######## ex_mem_skid_flat ########
**ex_mem_skid_flat: wires at chosen ports, followed through buffers**

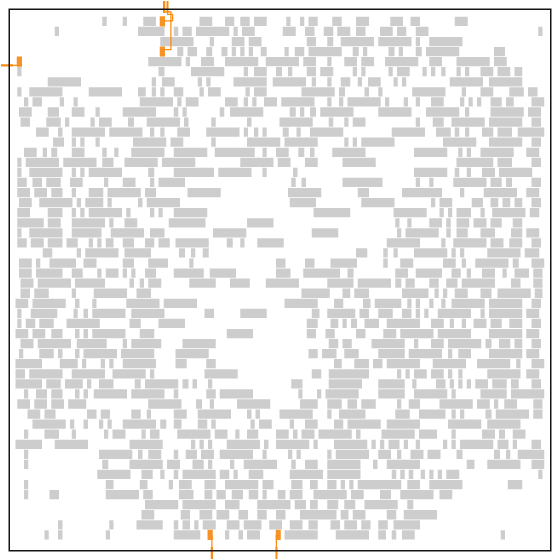

[src/rtl/ex_mem_pkg.sv]
// Shared types for the EX/MEM pipeline boundary: the payload record, its width,
// the skid-buffer occupancy states and the capture helper used at entry.
package ex_mem_pkg;

  localparam int EXM_DW = 32;
  localparam int EXM_RW = 5;

  typedef struct packed {
    logic [EXM_DW-1:0] result;
    logic [EXM_DW-1:0] storeData;
    logic [EXM_RW-1:0] rd;
    logic              memRead;
    logic              memWrite;
    logic              regWrite;
    logic              branchTaken;
  } exm_payload_t;

  localparam int EXM_PAYLOAD_W = $bits(exm_payload_t);

  typedef enum logic [1:0] {
    EMPTY = 2'd0,
    ONE   = 2'd1,
    FULL  = 2'd2
  } exm_state_t;

  // Writes to $zero are dropped here so downstream never needs to re-check rd.
  function automatic exm_payload_t exm_capture(
    input logic [EXM_DW-1:0] result,
    input logic              zero,
    input logic [EXM_DW-1:0] store_data,
    input logic [EXM_RW-1:0] rd,
    input logic              mem_read,
    input logic              mem_write,
    input logic              reg_write,
    input logic              branch
  );
    exm_payload_t p;
    p.result      = result;
    p.storeData   = store_data;
    p.rd          = rd;
    p.memRead     = mem_read;
    p.memWrite    = mem_write;
    p.regWrite    = reg_write & (rd != '0);
    p.branchTaken = branch & zero;
    return p;
  endfunction

endpackage

[src/rtl/ex_mem_skid_if.sv]
// EX/MEM boundary bundle: EX-side handshake and payload, MEM-side handshake and
// payload, plus the forwarding tap. slave = buffer view, master = surrounding pipeline.
interface ex_mem_skid_if #(
  parameter int DW = 32,
  parameter int RW = 5
);

  logic          exValid;
  logic          exReady;
  logic [DW-1:0] exResult;
  logic          exZero;
  logic [DW-1:0] exStoreData;
  logic [RW-1:0] exRd;
  logic          exMemRead;
  logic          exMemWrite;
  logic          exRegWrite;
  logic          exBranch;

  logic          memValid;
  logic          memReady;
  logic [DW-1:0] memResult;
  logic [DW-1:0] memStoreData;
  logic [RW-1:0] memRd;
  logic          memMemRead;
  logic          memMemWrite;
  logic          memRegWrite;
  logic          memBranchTaken;

  logic          fwdValid;
  logic [RW-1:0] fwdRd;
  logic [DW-1:0] fwdResult;

  modport slave (
    input  exValid, exResult, exZero, exStoreData, exRd,
           exMemRead, exMemWrite, exRegWrite, exBranch, memReady,
    output exReady, memValid, memResult, memStoreData, memRd,
           memMemRead, memMemWrite, memRegWrite, memBranchTaken,
           fwdValid, fwdRd, fwdResult
  );

  modport master (
    output exValid, exResult, exZero, exStoreData, exRd,
           exMemRead, exMemWrite, exRegWrite, exBranch, memReady,
    input  exReady, memValid, memResult, memStoreData, memRd,
           memMemRead, memMemWrite, memRegWrite, memBranchTaken,
           fwdValid, fwdRd, fwdResult
  );

endinterface

[src/rtl/ex_mem_slot.sv]
// One payload register of the skid buffer (used for both OUT and SKID entries):
// loads on enable, clears asynchronously.
module ex_mem_slot #(
  parameter int W = 8
) (
  input  logic         clk,
  input  logic         rst_n,
  input  logic         load,
  input  logic [W-1:0] d,
  output logic [W-1:0] q
);

  // NOTE: the payload is cleared on reset (not just the valid bit) so every
  // mem* output reads zero straight out of reset; flush only clears valid.
  always_ff @(posedge clk or negedge rst_n) begin
    if (!rst_n) begin
      q <= '0;
    end else if (load) begin
      q <= d;
    end
  end

endmodule

[src/rtl/ex_mem_skid.sv]
// EX/MEM two-entry skid buffer: registered exReady, ordered OUT/SKID entries,
// branch resolution and $zero write suppression at capture.
// Optional forwarding tap enabled by defining EX_MEM_FWD_EN.
module ex_mem_skid
  import ex_mem_pkg::*;
#(
  parameter int DW = EXM_DW,
  parameter int RW = EXM_RW
) (
  input  logic          clk,
  input  logic          rst_n,
  input  logic          flush,
  ex_mem_skid_if.slave  bus
);

  localparam int PAYLOAD_W = 2 * DW + RW + 4;

  exm_state_t   state_q;
  exm_state_t   state_d;
  logic         ex_ready_q;
  logic         mem_valid_q;
  logic         accept;
  logic         load_out;
  logic         load_skid;
  logic         out_from_skid;
  exm_payload_t in_payload;
  exm_payload_t out_d;
  exm_payload_t out_q;
  exm_payload_t skid_q;

  assign accept = bus.exValid & ex_ready_q;

  assign in_payload = exm_capture(bus.exResult, bus.exZero, bus.exStoreData, bus.exRd,
                                  bus.exMemRead, bus.exMemWrite, bus.exRegWrite,
                                  bus.exBranch);

  // NOTE: every signal written here gets a default first, so no path through
  // the case can leave one unassigned and infer a latch.
  always_comb begin
    state_d       = state_q;
    load_out      = 1'b0;
    load_skid     = 1'b0;
    out_from_skid = 1'b0;
    if (flush) begin
      // Accepted payload this cycle is dropped; stale data may remain in the slots.
      state_d = EMPTY;
    end else begin
      case (state_q)
        EMPTY: begin
          if (accept) begin
            state_d  = ONE;
            load_out = 1'b1;
          end
        end
        ONE: begin
          if (accept && bus.memReady) begin
            load_out = 1'b1;
          end else if (accept) begin
            state_d   = FULL;
            load_skid = 1'b1;
          end else if (bus.memReady) begin
            state_d = EMPTY;
          end
        end
        FULL: begin
          if (bus.memReady) begin
            state_d       = ONE;
            load_out      = 1'b1;
            out_from_skid = 1'b1;
          end
        end
        default: state_d = EMPTY;
      endcase
    end
  end

  assign out_d = out_from_skid ? skid_q : in_payload;

  // exReady and memValid are their own flops so neither has a combinational
  // path from memReady or from state decoding.
  // NOTE: sequential state uses non-blocking assignments so all flops sample
  // the pre-edge values regardless of process ordering.
  always_ff @(posedge clk or negedge rst_n) begin
    if (!rst_n) begin
      state_q     <= EMPTY;
      ex_ready_q  <= 1'b1;
      mem_valid_q <= 1'b0;
    end else begin
      state_q     <= state_d;
      ex_ready_q  <= (state_d != FULL);
      mem_valid_q <= (state_d != EMPTY);
    end
  end

  ex_mem_slot #(.W(PAYLOAD_W)) u_out (
    .clk   (clk),
    .rst_n (rst_n),
    .load  (load_out),
    .d     (out_d),
    .q     (out_q)
  );

  ex_mem_slot #(.W(PAYLOAD_W)) u_skid (
    .clk   (clk),
    .rst_n (rst_n),
    .load  (load_skid),
    .d     (in_payload),
    .q     (skid_q)
  );

  assign bus.exReady        = ex_ready_q;
  assign bus.memValid       = mem_valid_q;
  assign bus.memResult      = out_q.result;
  assign bus.memStoreData   = out_q.storeData;
  assign bus.memRd          = out_q.rd;
  assign bus.memMemRead     = out_q.memRead;
  assign bus.memMemWrite    = out_q.memWrite;
  assign bus.memRegWrite    = out_q.regWrite;
  assign bus.memBranchTaken = out_q.branchTaken;

`ifdef EX_MEM_FWD_EN
  // Loads never forward: their result is an address, not the loaded value.
  assign bus.fwdValid  = mem_valid_q & out_q.regWrite & ~out_q.memRead;
  assign bus.fwdRd     = out_q.rd;
  assign bus.fwdResult = out_q.result;
`else
  assign bus.fwdValid  = 1'b0;
  assign bus.fwdRd     = '0;
  assign bus.fwdResult = '0;
`endif

endmodule

[src/flat_wrapper.sv]
// flat-port wrapper written by rule: the top's interface ports become plain ports
module ex_mem_skid_flat import ex_mem_pkg::*;
#(
  parameter int DW = EXM_DW,
  parameter int RW = EXM_RW
)
  (clk, rst_n, flush, bus_exValid, bus_exResult, bus_exZero, bus_exStoreData, bus_exRd, bus_exMemRead, bus_exMemWrite, bus_exRegWrite, bus_exBranch, bus_memReady, bus_exReady, bus_memValid, bus_memResult, bus_memStoreData, bus_memRd, bus_memMemRead, bus_memMemWrite, bus_memRegWrite, bus_memBranchTaken, bus_fwdValid, bus_fwdRd, bus_fwdResult);
  ex_mem_skid_if #(.DW(DW), .RW(RW)) bus_i ();
  input  logic clk;
  input  logic rst_n;
  input  logic flush;
  input wire logic [$bits(bus_i.exValid)-1:0] bus_exValid;
  input wire logic [$bits(bus_i.exResult)-1:0] bus_exResult;
  input wire logic [$bits(bus_i.exZero)-1:0] bus_exZero;
  input wire logic [$bits(bus_i.exStoreData)-1:0] bus_exStoreData;
  input wire logic [$bits(bus_i.exRd)-1:0] bus_exRd;
  input wire logic [$bits(bus_i.exMemRead)-1:0] bus_exMemRead;
  input wire logic [$bits(bus_i.exMemWrite)-1:0] bus_exMemWrite;
  input wire logic [$bits(bus_i.exRegWrite)-1:0] bus_exRegWrite;
  input wire logic [$bits(bus_i.exBranch)-1:0] bus_exBranch;
  input wire logic [$bits(bus_i.memReady)-1:0] bus_memReady;
  output wire logic [$bits(bus_i.exReady)-1:0] bus_exReady;
  output wire logic [$bits(bus_i.memValid)-1:0] bus_memValid;
  output wire logic [$bits(bus_i.memResult)-1:0] bus_memResult;
  output wire logic [$bits(bus_i.memStoreData)-1:0] bus_memStoreData;
  output wire logic [$bits(bus_i.memRd)-1:0] bus_memRd;
  output wire logic [$bits(bus_i.memMemRead)-1:0] bus_memMemRead;
  output wire logic [$bits(bus_i.memMemWrite)-1:0] bus_memMemWrite;
  output wire logic [$bits(bus_i.memRegWrite)-1:0] bus_memRegWrite;
  output wire logic [$bits(bus_i.memBranchTaken)-1:0] bus_memBranchTaken;
  output wire logic [$bits(bus_i.fwdValid)-1:0] bus_fwdValid;
  output wire logic [$bits(bus_i.fwdRd)-1:0] bus_fwdRd;
  output wire logic [$bits(bus_i.fwdResult)-1:0] bus_fwdResult;
  assign bus_i.exValid = bus_exValid;
  assign bus_i.exResult = bus_exResult;
  assign bus_i.exZero = bus_exZero;
  assign bus_i.exStoreData = bus_exStoreData;
  assign bus_i.exRd = bus_exRd;
  assign bus_i.exMemRead = bus_exMemRead;
  assign bus_i.exMemWrite = bus_exMemWrite;
  assign bus_i.exRegWrite = bus_exRegWrite;
  assign bus_i.exBranch = bus_exBranch;
  assign bus_i.memReady = bus_memReady;
  assign bus_exReady = bus_i.exReady;
  assign bus_memValid = bus_i.memValid;
  assign bus_memResult = bus_i.memResult;
  assign bus_memStoreData = bus_i.memStoreData;
  assign bus_memRd = bus_i.memRd;
  assign bus_memMemRead = bus_i.memMemRead;
  assign bus_memMemWrite = bus_i.memMemWrite;
  assign bus_memRegWrite = bus_i.memRegWrite;
  assign bus_memBranchTaken = bus_i.memBranchTaken;
  assign bus_fwdValid = bus_i.fwdValid;
  assign bus_fwdRd = bus_i.fwdRd;
  assign bus_fwdResult = bus_i.fwdResult;
  ex_mem_skid #(.DW(DW), .RW(RW)) u_core (.clk(clk), .rst_n(rst_n), .flush(flush), .bus(bus_i));
endmodule
[config.mk]
export PLATFORM = sky130hd
export DESIGN_NAME = ex_mem_skid_flat
export DESIGN_NICKNAME = d
export VERILOG_FILES = /design/src/rtl/ex_mem_pkg.sv /design/src/rtl/ex_mem_skid_if.sv /design/src/rtl/ex_mem_slot.sv /design/src/rtl/ex_mem_skid.sv /design/src/flat_wrapper.sv
export SDC_FILE = /design/constraint.sdc
export NUM_CORES = 1
export LEC_CHECK = 0
export CAP_MARGIN = 20
export CELL_PAD_IN_SITES_DETAIL_PLACEMENT = 1
export CELL_PAD_IN_SITES_GLOBAL_PLACEMENT = 1
export CORE_UTILIZATION = 32
export CTS_CLUSTER_SIZE = 14
export DETAILED_ROUTE_END_ITERATION = 10
export PLACE_DENSITY = 0.76
export SLEW_MARGIN = 5
export SYNTH_ARGS = -nofsm -noshare
export SYNTH_HDL_FRONTEND = slang
export SYNTH_SLANG_ARGS = --single-unit
[constraint.sdc]
create_clock -name clk -period 2 [get_ports clk]
set_clock_uncertainty 0.15 [all_clocks]
set_input_delay 0.6 -clock clk [delete_from_list [all_inputs] [get_ports clk]]
set_output_delay 0.6 -clock clk [all_outputs]
set_load 0.05 [all_outputs]
######## debug_reg_dump ########
[config.mk]
export PLATFORM = sky130hd
export DESIGN_NAME = debug_reg_dump
export DESIGN_NICKNAME = d
export VERILOG_FILES = /design/src/rtl/debug_reg_dump_pkg.sv /design/src/rtl/debug_reg_dump_word_byte_serializer.sv /design/src/rtl/debug_reg_dump.sv
export SDC_FILE = /design/constraint.sdc
export NUM_CORES = 1
export LEC_CHECK = 0
export ABC_AREA = 1
export CORE_UTILIZATION = 54
export CTS_CLUSTER_SIZE = 14
export DETAILED_ROUTE_END_ITERATION = 8
export PLACE_DENSITY = 0.9
export SLEW_MARGIN = 5
export SYNTH_ARGS = -nofsm -noshare
export SYNTH_HDL_FRONTEND = slang
export SYNTH_HIERARCHICAL = 1
export SYNTH_SLANG_ARGS = --single-unit
[constraint.sdc]
create_clock -name clk -period 2.4 [get_ports clk]
set_input_delay 0.48 -clock clk [delete_from_list [all_inputs] [get_ports clk]]
set_output_delay 0.48 -clock clk [all_outputs]
set_load 0.05 [all_outputs]
[src/rtl/debug_reg_dump_pkg.sv]
// Shared definitions for the register-file debug dump block.
package debug_reg_dump_pkg;

  typedef enum logic [2:0] {
    IDLE    = 3'd0,
    DRAIN   = 3'd1,
    HDR     = 3'd2,
    ADDR    = 3'd3,
    WAIT    = 3'd4,
    SEND    = 3'd5,
    RELEASE = 3'd6
  } state_t;

  localparam logic [7:0] HEADER_DEFAULT = 8'hA5;

  // Words leave the serializer most-significant byte first.
  localparam bit MSB_FIRST = 1'b1;

  // Place a single byte where the serializer will emit it first.
  function automatic logic [31:0] first_byte_word(input logic [7:0] b, input bit msb_first);
    return msb_first ? {b, 24'h0} : {24'h0, b};
  endfunction

endpackage

[src/rtl/debug_reg_dump_word_byte_serializer.sv]
// Loads a 32-bit word and hands it out one byte at a time over valid/ready.
// last_idx selects how many bytes go out (0 = one byte, 3 = full word).
module word_byte_serializer #(
  parameter bit MSB_FIRST = 1'b1
) (
  input  logic        clk,
  input  logic        rst,
  input  logic        clear,
  input  logic        load,
  input  logic [31:0] word,
  input  logic [1:0]  last_idx,
  input  logic        tx_ready,
  output logic [7:0]  tx_data,
  output logic        tx_valid,
  output logic        last_accept
);

  logic [31:0] shreg;
  logic [1:0]  cnt;
  logic [1:0]  last;

  // The outgoing byte is a slice of the registered shift register.
  assign tx_data     = MSB_FIRST ? shreg[31:24] : shreg[7:0];
  assign last_accept = tx_valid & tx_ready & (cnt == last);

  // Shift register, byte count and valid flag; data only moves on acceptance.
  always_ff @(posedge clk) begin
    if (rst || clear) begin
      shreg    <= '0;
      cnt      <= '0;
      last     <= '0;
      tx_valid <= 1'b0;
    end else if (load) begin
      shreg    <= word;
      cnt      <= '0;
      last     <= last_idx;
      tx_valid <= 1'b1;
    end else if (tx_valid && tx_ready) begin
      if (cnt == last) begin
        tx_valid <= 1'b0;
      end else begin
        shreg <= MSB_FIRST ? (shreg << 8) : (shreg >> 8);
        cnt   <= cnt + 2'd1;
      end
    end
  end

endmodule

[src/rtl/debug_reg_dump.sv]
// Freezes the pipeline, walks the register-file debug read port and streams
// a header byte followed by every register (MSB first) to the UART.
module debug_reg_dump
  import debug_reg_dump_pkg::*;
#(
  parameter int         NUM_REGS     = 32,
  parameter int         READ_LAT     = 1,
  parameter int         DRAIN_CYCLES = 2,
  parameter logic [7:0] HEADER       = HEADER_DEFAULT
) (
  input  logic        clk,
  input  logic        rst,
  input  logic        start,
  input  logic        abort,
  input  logic [31:0] reg_data,
  input  logic        tx_ready,
  output logic        debug_on,
  output logic        stop_debug,
  output logic [4:0]  debug_read_reg,
  output logic [7:0]  tx_data,
  output logic        tx_valid,
  output logic        busy,
  output logic        done
);

  localparam logic [4:0] LAST_IDX  = 5'(NUM_REGS - 1);
  localparam logic [3:0] DRAIN_LD  = 4'(DRAIN_CYCLES);
  localparam logic [2:0] WAIT_LD   = 3'(READ_LAT);

  state_t      state_q, state_d;
  logic [3:0]  drain_cnt;
  logic [2:0]  wait_cnt;
  logic [4:0]  index;

  logic        ser_load;
  logic        ser_clear;
  logic [31:0] ser_word;
  logic [1:0]  ser_last;
  logic        ser_done;

  // State register.
  always_ff @(posedge clk) begin
    if (rst) state_q <= IDLE;
    else     state_q <= state_d;
  end

  // Next state and serializer strobes. Counters leave their state on the
  // edge where they reach zero, so DRAIN lasts DRAIN_CYCLES cycles and WAIT
  // samples reg_data exactly READ_LAT edges after debug_read_reg was driven.
  always_comb begin
    state_d   = state_q;
    ser_load  = 1'b0;
    ser_clear = 1'b0;
    ser_word  = '0;
    ser_last  = 2'd0;
    if (state_q != IDLE && abort) begin
      state_d   = IDLE;
      ser_clear = 1'b1;
    end else begin
      unique case (state_q)
        IDLE:    if (start && !abort) state_d = (DRAIN_CYCLES == 0) ? HDR : DRAIN;
        DRAIN:   if (drain_cnt <= 4'd1) state_d = HDR;
        HDR:     if (ser_done) state_d = ADDR;
        ADDR:    state_d = WAIT;
        WAIT: begin
          if (wait_cnt <= 3'd1) begin
            state_d  = SEND;
            ser_load = 1'b1;
            ser_word = reg_data;
            ser_last = 2'd3;
          end
        end
        SEND:    if (ser_done) state_d = (index == LAST_IDX) ? RELEASE : ADDR;
        RELEASE: state_d = IDLE;
        default: state_d = IDLE;
      endcase
      // Header is a one-byte "word", loaded on whichever edge enters HDR.
      if (state_d == HDR && state_q != HDR) begin
        ser_load = 1'b1;
        ser_word = first_byte_word(HEADER, MSB_FIRST);
        ser_last = 2'd0;
      end
    end
  end

  // Registered status outputs follow the state being entered; counters and
  // the read index advance per the current state.
  always_ff @(posedge clk) begin
    if (rst) begin
      debug_on       <= 1'b0;
      stop_debug     <= 1'b0;
      busy           <= 1'b0;
      done           <= 1'b0;
      debug_read_reg <= '0;
      drain_cnt      <= '0;
      wait_cnt       <= '0;
      index          <= '0;
    end else begin
      busy       <= (state_d != IDLE);
      done       <= (state_d == RELEASE);
      debug_on   <= (state_d != IDLE) && (state_d != RELEASE);
      stop_debug <= (state_d != IDLE) && (state_d != RELEASE);
      unique case (state_q)
        IDLE: begin
          drain_cnt <= DRAIN_LD;
          index     <= '0;
        end
        DRAIN: drain_cnt <= drain_cnt - 4'd1;
        ADDR: begin
          debug_read_reg <= index;
          wait_cnt       <= WAIT_LD;
        end
        WAIT: wait_cnt <= wait_cnt - 3'd1;
        SEND: if (ser_done && index != LAST_IDX) index <= index + 5'd1;
        default: ;
      endcase
    end
  end

  word_byte_serializer #(
    .MSB_FIRST (MSB_FIRST)
  ) u_ser (
    .clk         (clk),
    .rst         (rst),
    .clear       (ser_clear),
    .load        (ser_load),
    .word        (ser_word),
    .last_idx    (ser_last),
    .tx_ready    (tx_ready),
    .tx_data     (tx_data),
    .tx_valid    (tx_valid),
    .last_accept (ser_done)
  );

endmodule

######## ctrl_pipe ########
`src/rtl/riscv_ctrl_pkg.sv`:
```
// rtl/riscv_ctrl_pkg.sv - shared opcodes, funct codes, control encodings and bubble value
package riscv_ctrl_pkg;

   localparam logic [6:0] OP_R      = 7'b0110011;
   localparam logic [6:0] OP_I      = 7'b0010011;
   localparam logic [6:0] OP_LOAD   = 7'b0000011;
   localparam logic [6:0] OP_STORE  = 7'b0100011;
   localparam logic [6:0] OP_BRANCH = 7'b1100011;
   localparam logic [6:0] OP_JAL    = 7'b1101111;
   localparam logic [6:0] OP_JALR   = 7'b1100111;
   localparam logic [6:0] OP_LUI    = 7'b0110111;

   localparam logic [2:0] F3_ADD  = 3'b000;
   localparam logic [2:0] F3_SLT  = 3'b010;
   localparam logic [2:0] F3_SLTU = 3'b011;
   localparam logic [2:0] F3_XOR  = 3'b100;
   localparam logic [2:0] F3_OR   = 3'b110;
   localparam logic [2:0] F3_AND  = 3'b111;
   localparam logic [2:0] F3_BEQ  = 3'b000;
   localparam logic [2:0] F3_BNE  = 3'b001;
   localparam logic [2:0] F3_BLT  = 3'b100;
   localparam logic [2:0] F3_BGE  = 3'b101;
   localparam logic [2:0] F3_LB   = 3'b000;
   localparam logic [2:0] F3_LH   = 3'b001;
   localparam logic [2:0] F3_LW   = 3'b010;
   localparam logic [2:0] F3_LBU  = 3'b100;
   localparam logic [2:0] F3_LHU  = 3'b101;
   localparam logic [2:0] F3_SB   = 3'b000;
   localparam logic [2:0] F3_SH   = 3'b001;
   localparam logic [2:0] F3_SW   = 3'b010;
   localparam logic [2:0] F3_JALR = 3'b000;

   localparam logic [6:0] F7_BASE   = 7'b0000000;
   localparam logic [6:0] F7_ALT    = 7'b0100000;
   localparam logic [6:0] F7_MULDIV = 7'b0000001;

   localparam logic [3:0] ALU_AND  = 4'b0000;
   localparam logic [3:0] ALU_OR   = 4'b0001;
   localparam logic [3:0] ALU_ADD  = 4'b0010;
   localparam logic [3:0] ALU_XOR  = 4'b0011;
   localparam logic [3:0] ALU_SLT  = 4'b0100;
   localparam logic [3:0] ALU_SUB  = 4'b0110;
   localparam logic [3:0] ALU_SLTU = 4'b0111;

   localparam logic [2:0] IMM_I = 3'b000;
   localparam logic [2:0] IMM_S = 3'b001;
   localparam logic [2:0] IMM_B = 3'b010;
   localparam logic [2:0] IMM_J = 3'b011;
   localparam logic [2:0] IMM_U = 3'b100;

   localparam logic [1:0] RES_ALU = 2'b00;
   localparam logic [1:0] RES_MEM = 2'b01;
   localparam logic [1:0] RES_PC4 = 2'b10;
   localparam logic [1:0] RES_IMM = 2'b11;

   typedef struct packed {
      logic       reg_write;
      logic [1:0] result_src;
      logic       mem_write;
      logic       alu_src;
      logic       branch;
      logic       jump;
      logic       jalr;
      logic       md;
   } ctrl_t;

   localparam ctrl_t CTRL_BUBBLE = '0;

   typedef enum logic {MD_IDLE = 1'b0, MD_WAIT = 1'b1} md_state_t;

endpackage

```
`src/rtl/ctrl_decode.sv`:
```
// rtl/ctrl_decode.sv - combinational ID decode of opcode/funct fields into the control bundle
module ctrl_decode
   import riscv_ctrl_pkg::*;
#(
   parameter bit M_EXT  = 1'b1,
   parameter int ALUC_W = 4
) (
   input  logic [6:0]        opcode,
   input  logic [2:0]        funct3,
   input  logic [6:0]        funct7,
   input  logic              valid,
   output ctrl_t             ctrl,
   output logic [ALUC_W-1:0] alu_ctrl,
   output logic [2:0]        imm_src,
   output logic              use_rs1,
   output logic              use_rs2,
   output logic              illegal
);

   ctrl_t             c;
   logic [ALUC_W-1:0] alu;
   logic [2:0]        imm;
   logic              u1, u2, ok;

   always_comb begin
      c   = CTRL_BUBBLE;
      alu = ALUC_W'(ALU_ADD);
      imm = IMM_I;
      u1  = 1'b0;
      u2  = 1'b0;
      ok  = 1'b1;
      case (opcode)
         OP_R: begin
            c.reg_write = 1'b1;
            u1 = 1'b1;
            u2 = 1'b1;
            if (funct7 == F7_MULDIV) begin
               if (M_EXT) begin
                  c.md = 1'b1;
                  alu  = ALUC_W'({1'b1, funct3});
               end else begin
                  ok = 1'b0;
               end
            end else if (funct7 == F7_BASE) begin
               case (funct3)
                  F3_ADD:  alu = ALUC_W'(ALU_ADD);
                  F3_AND:  alu = ALUC_W'(ALU_AND);
                  F3_OR:   alu = ALUC_W'(ALU_OR);
                  F3_XOR:  alu = ALUC_W'(ALU_XOR);
                  F3_SLT:  alu = ALUC_W'(ALU_SLT);
                  F3_SLTU: alu = ALUC_W'(ALU_SLTU);
                  default: ok = 1'b0;
               endcase
            end else if (funct7 == F7_ALT && funct3 == F3_ADD) begin
               alu = ALUC_W'(ALU_SUB);
            end else begin
               ok = 1'b0;
            end
         end
         OP_I: begin
            c.alu_src   = 1'b1;
            c.reg_write = 1'b1;
            u1 = 1'b1;
            case (funct3)
               F3_ADD:  alu = ALUC_W'(ALU_ADD);
               F3_XOR:  alu = ALUC_W'(ALU_XOR);
               F3_OR:   alu = ALUC_W'(ALU_OR);
               F3_SLT:  alu = ALUC_W'(ALU_SLT);
               F3_SLTU: alu = ALUC_W'(ALU_SLTU);
               default: ok = 1'b0;
            endcase
         end
         OP_LOAD: begin
            c.alu_src    = 1'b1;
            c.result_src = RES_MEM;
            c.reg_write  = 1'b1;
            u1 = 1'b1;
            case (funct3)
               F3_LB, F3_LH, F3_LW, F3_LBU, F3_LHU: ;
               default: ok = 1'b0;
            endcase
         end
         OP_STORE: begin
            c.alu_src   = 1'b1;
            c.mem_write = 1'b1;
            imm = IMM_S;
            u1  = 1'b1;
            u2  = 1'b1;
            case (funct3)
               F3_SB, F3_SH, F3_SW: ;
               default: ok = 1'b0;
            endcase
         end
         OP_BRANCH: begin
            c.branch = 1'b1;
            imm = IMM_B;
            u1  = 1'b1;
            u2  = 1'b1;
            case (funct3)
               F3_BEQ, F3_BNE: alu = ALUC_W'(ALU_SUB);
               F3_BLT, F3_BGE: alu = ALUC_W'(ALU_SLTU);
               default:        ok = 1'b0;
            endcase
         end
         OP_JAL: begin
            c.jump       = 1'b1;
            c.result_src = RES_PC4;
            c.reg_write  = 1'b1;
            imm = IMM_J;
         end
         OP_JALR: begin
            c.jalr       = 1'b1;
            c.alu_src    = 1'b1;
            c.result_src = RES_PC4;
            c.reg_write  = 1'b1;
            u1 = 1'b1;
            ok = (funct3 == F3_JALR);
         end
         OP_LUI: begin
            c.result_src = RES_IMM;
            c.reg_write  = 1'b1;
            imm = IMM_U;
         end
         default: ok = 1'b0;
      endcase
   end

   // Anything that is not a real, supported instruction leaves ID as a full bubble.
   always_comb begin
      illegal = valid & ~ok;
      if (valid && ok) begin
         ctrl     = c;
         alu_ctrl = alu;
         imm_src  = imm;
         use_rs1  = u1;
         use_rs2  = u2;
      end else begin
         ctrl     = CTRL_BUBBLE;
         alu_ctrl = '0;
         imm_src  = 3'b000;
         use_rs1  = 1'b0;
         use_rs2  = 1'b0;
      end
   end

endmodule

```
`src/rtl/ctrl_pipe.sv`:
```
// rtl/ctrl_pipe.sv - staged ID/EX/MEM/WB control with load-use, redirect and mul/div hold logic
module ctrl_pipe
   import riscv_ctrl_pkg::*;
#(
   parameter bit M_EXT  = 1'b1,
   parameter int ALUC_W = 4,
   parameter int RA_W   = 5
) (
   input  logic              clk,
   input  logic              rst,
   input  logic [31:0]       id_instr,
   input  logic              id_valid,
   input  logic              ex_br_cond,
   input  logic              md_done,
   output logic [2:0]        id_imm_src,
   output logic              id_illegal,
   output logic              stall_f,
   output logic              stall_d,
   output logic              flush_d,
   output logic              flush_e,
   output logic              ex_alu_src,
   output logic              ex_branch,
   output logic              ex_jump,
   output logic              ex_jalr,
   output logic [ALUC_W-1:0] ex_alu_ctrl,
   output logic [RA_W-1:0]   ex_rs1,
   output logic [RA_W-1:0]   ex_rs2,
   output logic [RA_W-1:0]   ex_rd,
   output logic              ex_pc_src,
   output logic              ex_md_start,
   output logic              mem_mem_write,
   output logic              mem_reg_write,
   output logic [1:0]        mem_result_src,
   output logic [RA_W-1:0]   mem_rd,
   output logic              wb_reg_write,
   output logic [1:0]        wb_result_src,
   output logic [RA_W-1:0]   wb_rd
);

   ctrl_t             d_ctrl, ex_c;
   logic [ALUC_W-1:0] d_alu;
   logic              d_use1, d_use2, d_live;
   logic [RA_W-1:0]   d_rs1, d_rs2, d_rd;
   md_state_t         md_state, md_next;
   logic              md_hold, pc_src_raw, lu_hazard;

   ctrl_decode #(.M_EXT(M_EXT), .ALUC_W(ALUC_W)) u_decode (
      .opcode   (id_instr[6:0]),
      .funct3   (id_instr[14:12]),
      .funct7   (id_instr[31:25]),
      .valid    (id_valid),
      .ctrl     (d_ctrl),
      .alu_ctrl (d_alu),
      .imm_src  (id_imm_src),
      .use_rs1  (d_use1),
      .use_rs2  (d_use2),
      .illegal  (id_illegal)
   );

   assign d_live = id_valid & ~id_illegal;
   assign d_rs1  = d_live ? RA_W'(id_instr[19:15]) : '0;
   assign d_rs2  = d_live ? RA_W'(id_instr[24:20]) : '0;
   assign d_rd   = d_live ? RA_W'(id_instr[11:7])  : '0;

   always_ff @(posedge clk) begin
      if (rst) md_state <= MD_IDLE;
      else     md_state <= md_next;
   end

   always_comb begin
      md_next = md_state;
      case (md_state)
         MD_IDLE: if (ex_c.md && !md_done) md_next = MD_WAIT;
         MD_WAIT: if (md_done)             md_next = MD_IDLE;
         default: md_next = MD_IDLE;
      endcase
      if (!M_EXT) md_next = MD_IDLE;
   end

   // The md op sits in EX from its start cycle until md_done; a same-cycle done never holds.
   always_comb begin
      md_hold     = 1'b0;
      ex_md_start = 1'b0;
      if (M_EXT && !rst) begin
         md_hold     = ex_c.md & ~md_done;
         ex_md_start = ex_c.md & (md_state == MD_IDLE);
      end
   end

   always_comb begin
      pc_src_raw = ex_c.jump | ex_c.jalr | (ex_c.branch & ex_br_cond);
      lu_hazard  = (ex_c.result_src == RES_MEM) & ex_c.reg_write & (ex_rd != '0)
                 & ((d_use1 & (d_rs1 == ex_rd)) | (d_use2 & (d_rs2 == ex_rd)));
      ex_pc_src  = ~rst & pc_src_raw;
      flush_d    = ~rst & ~md_hold & pc_src_raw;
      flush_e    = ~rst & ~md_hold & (pc_src_raw | lu_hazard);
      stall_f    = ~rst & (md_hold | (lu_hazard & ~pc_src_raw));
      stall_d    = stall_f;
   end

   always_ff @(posedge clk) begin
      if (rst) begin
         ex_c           <= CTRL_BUBBLE;
         ex_alu_ctrl    <= '0;
         ex_rs1         <= '0;
         ex_rs2         <= '0;
         ex_rd          <= '0;
         mem_mem_write  <= 1'b0;
         mem_reg_write  <= 1'b0;
         mem_result_src <= 2'b00;
         mem_rd         <= '0;
         wb_reg_write   <= 1'b0;
         wb_result_src  <= 2'b00;
         wb_rd          <= '0;
      end else begin
         if (!md_hold) begin
            if (flush_e) begin
               ex_c        <= CTRL_BUBBLE;
               ex_alu_ctrl <= '0;
               ex_rs1      <= '0;
               ex_rs2      <= '0;
               ex_rd       <= '0;
            end else begin
               ex_c        <= d_ctrl;
               ex_alu_ctrl <= d_alu;
               ex_rs1      <= d_rs1;
               ex_rs2      <= d_rs2;
               ex_rd       <= d_rd;
            end
         end
         if (md_hold) begin
            mem_mem_write  <= 1'b0;
            mem_reg_write  <= 1'b0;
            mem_result_src <= 2'b00;
            mem_rd         <= '0;
         end else begin
            mem_mem_write  <= ex_c.mem_write;
            mem_reg_write  <= ex_c.reg_write;
            mem_result_src <= ex_c.result_src;
            mem_rd         <= ex_rd;
         end
         wb_reg_write  <= mem_reg_write;
         wb_result_src <= mem_result_src;
         wb_rd         <= mem_rd;
      end
   end

   assign ex_alu_src = ex_c.alu_src;
   assign ex_branch  = ex_c.branch;
   assign ex_jump    = ex_c.jump;
   assign ex_jalr    = ex_c.jalr;

endmodule

```
`config.mk`:
```
export PLATFORM = sky130hd
export DESIGN_NAME = ctrl_pipe
export DESIGN_NICKNAME = d
export VERILOG_FILES = /design/src/rtl/riscv_ctrl_pkg.sv /design/src/rtl/ctrl_decode.sv /design/src/rtl/ctrl_pipe.sv
export SDC_FILE = /design/constraint.sdc
export NUM_CORES = 1
export LEC_CHECK = 0
export CORE_AREA = 2 2 89 65
export DETAILED_ROUTE_END_ITERATION = 8
export DIE_AREA = 0 0 91 67
export PLACE_DENSITY = 0.84
export SLEW_MARGIN = 20
export SYNTH_ARGS = -nofsm -noshare
export SYNTH_HDL_FRONTEND = slang
export SYNTH_HIERARCHICAL = 1
export SYNTH_SLANG_ARGS = --single-unit
```
`constraint.sdc`:
```
create_clock -name clk -period 8.5 [get_ports clk]
set_clock_uncertainty 0.05 [all_clocks]
set_input_delay 0.85 -clock clk [delete_from_list [all_inputs] [get_ports clk]]
set_output_delay 0.85 -clock clk [all_outputs]
set_load 0.005 [all_outputs]
```
**debug_reg_dump: routed metal, one colour a layer**

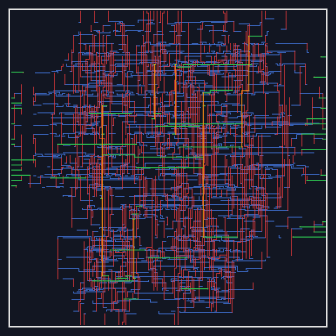
layer	colour	wire length
M2	red	3,770 um
M1	blue	3,210 um
M4	orange	162 um
M3	green	317 um

==> reports/metrics.csv, debug_reg_dump <==
stage,metric,value,unit
setup_path,CP top delay family,simple AND/OR/NAND/NOR gates,
global_route,GR peak layer,met2,
global_route,largest net degree at the start of global routing,42,
power,VDD IR max,0.000653,V
sta,TNS Setup,0,ns
placement,placed instance area,4050,um^2
final_layout,"Core Util, Final",0.668,
synthesis,Avg Inst Size Synth,7.02,um^2
run_status,status,"finished, final reports clean",
power,clk pwr,999,uW
sta,minimum clock period,2.16,ns
power,leading power group,registers,
routing,met2 routed WL,3.77,mm
setup_path,Crit path largest cell delay,0.60,ns
clock_tree,clock latency (worst-skew pair),0.34,ns
routing,DRC viols,0,
sta,unrepaired setup endpoints after global routing,false,
setup_path,worst reg2reg setup slack,0.24,ns
setup_path,Crit. End Element,flip-flop,
## debug_reg_dump: placed cells by master, fill, tap and decap left out, types with 8 or more instances in the layout
cell type | Yosys | routed
nand2_1 | 100 | 100
nor2_1 | 76 | 76
inv_1 | 64 | 64
dfxtp_1 | 60 | 60
clkdlybuf4s50_1 | 0 | 54
nand3_1 | 42 | 42
a21oi_1 | 26 | 26
a21oi_2 | 21 | 21
nand2_2 | 19 | 19
nand3_2 | 13 | 13
o21ai_0 | 13 | 13
clkbuf_8 | 2 | 10
inv_2 | 9 | 9
buf_4 | 10 | 8
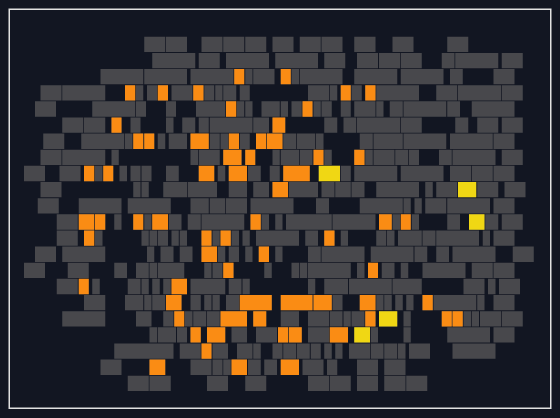
**Above:** ctrl_pipe (selected gate families).
family	colour	cells
non-inverting ao/oa cells	yellow	5
aoi and oai cells	orange	65
Layout Cells excl Fill: 466
most frequent logic cell in the layout: clkdlybuf4s50_1
combinational fraction of the cell area: 0.419

==> reports/metrics.csv, ctrl_pipe <==
stage,metric,value,unit
run_status,status,"finished, final reports clean",
final_layout,Clock-cell share,0.0252,
power,Cell Int Power,307,uW
job,Max Cap Viol,0,
routing,routed via count,2600,
floorplan,Tap Cells,72,
final_layout,multi-input combinational cell count,245,
setup_path,crit path to,stall_d,
synthesis,area reported by Yosys stat,2510,um^2
power,clock power share,0.308,
sta,cycle use final,0.696,
final_layout,final net count,430,
min_path,Hold/Removal Path Class,reg -> reg,
synthesis,Mapped Area,2510,um^2
placement,Final Wtd Congestion,0.946,
placement,pre-CTS setup slack,2.66,ns
sta,Achievable Freq,0.169,GHz
setup_path,CP top delay family,simple AND/OR/NAND/NOR gates,
setup_path,worst reg2reg setup slack,6.06,ns
power,total power,410,uW
floorplan,total core area,5170,um^2
power,Logic pwr share,0.153,
sta,slew margin rel.,0.354,
## ctrl_pipe: kinds of logic after synthesis
| kind of cell | after synthesis | synth area share |
|---|---|---|
| xor+xnor | 4 | 0.0139 |
| compound gates | 70 | 0.184 |
| simple gates | 170 | 0.367 |
| buf+inv | 36 | 0.0647 |
| mux | 1 | 0.00398 |
| flops | 46 | 0.367 |
## ctrl_pipe: registers in the layout (all words and copies together), names as in the netlist, 2 cells and up
name            cells
ex_c                5
mem_rd              5
ex_rs1              5
wb_rd               5
mem_result_src      2
wb_result_src       2
ex_rd               5
ex_rs2              5
ex_alu_ctrl         4
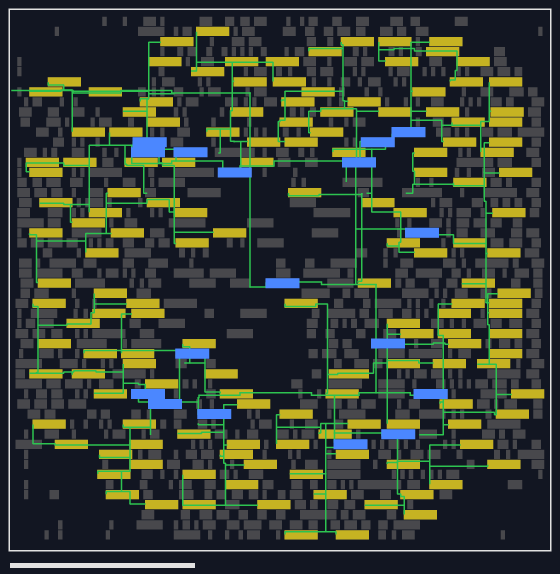
**Above:** ex_mem_skid_flat (clock wires, drivers and flops).
The bar under the picture is 50 um long.
[clock wires] green | length: 2,080 um
[flip-flops] yellow | count: 150
[clock-net drivers] blue | count: 17
flops lie	widely spread

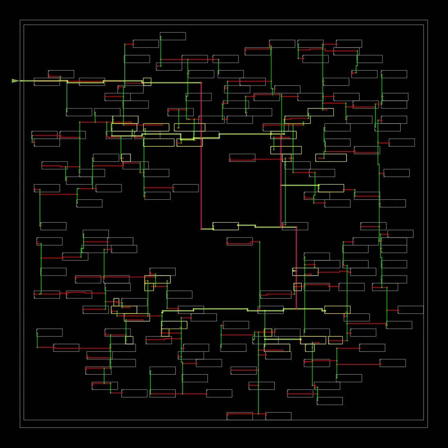
**Above:** ex_mem_skid_flat (the clock network).
CTS sink cnt: 150
CTS buffer count: 17

## Picture notes: 'wires at chosen ports, followed through buffers' of ex_mem_skid_flat
port	colour	bits	direction	edge	end cells	buffers	wire
`bus_fwdRd`	orange	5	output	2 south, 2 north, 1 west	5	0	31.3 um

==> reports/metrics.csv, ex_mem_skid_flat <==
stage,metric,value,unit
global_route,vias in the first global route,5552,
run_status,status,"complete, but fails checks",
power,VDD IR max,0.000599,V
final_layout,final instance area,10400,um^2
clock_tree,CTS tree,yes,
setup_path,Crit path largest cell delay,0.63,ns
run_status,failing checks,setup timing,
clock_tree,Post-CTS Setup Inserts,5,
clock_tree,"CTS clk-pin slew, worst paths",0.06,ns
final_layout,area growth from synthesis to layout,56.9,%
synthesis,yosys adder share,0,
setup_path,Crit. End Element,flip-flop,
sta,post-route setup slack,-0.0817,ns
sta,Setup Viol. Count Final,52,
synthesis,number of enable flip-flop cells,0,
==> ex_mem_skid_flat: metal layers <==
layer	vias up	wire [um]
met2	134	10300
met3	16	773
met5	-	0
li1	2551	-
met4	0	210
met1	2739	8820
==> ex_mem_skid_flat: cell type report <==
cell class                 count  area (um^2)
fill                        2146         9840
sequential                   150         3760
multi-input combinational    494         3020
timing repair buffer         218         2630
clock buffer                  18          439
tap                          270          338
clock inverter                14          198
inverter                       2         7.51

Power is estimated from default activity; no workload was simulated.
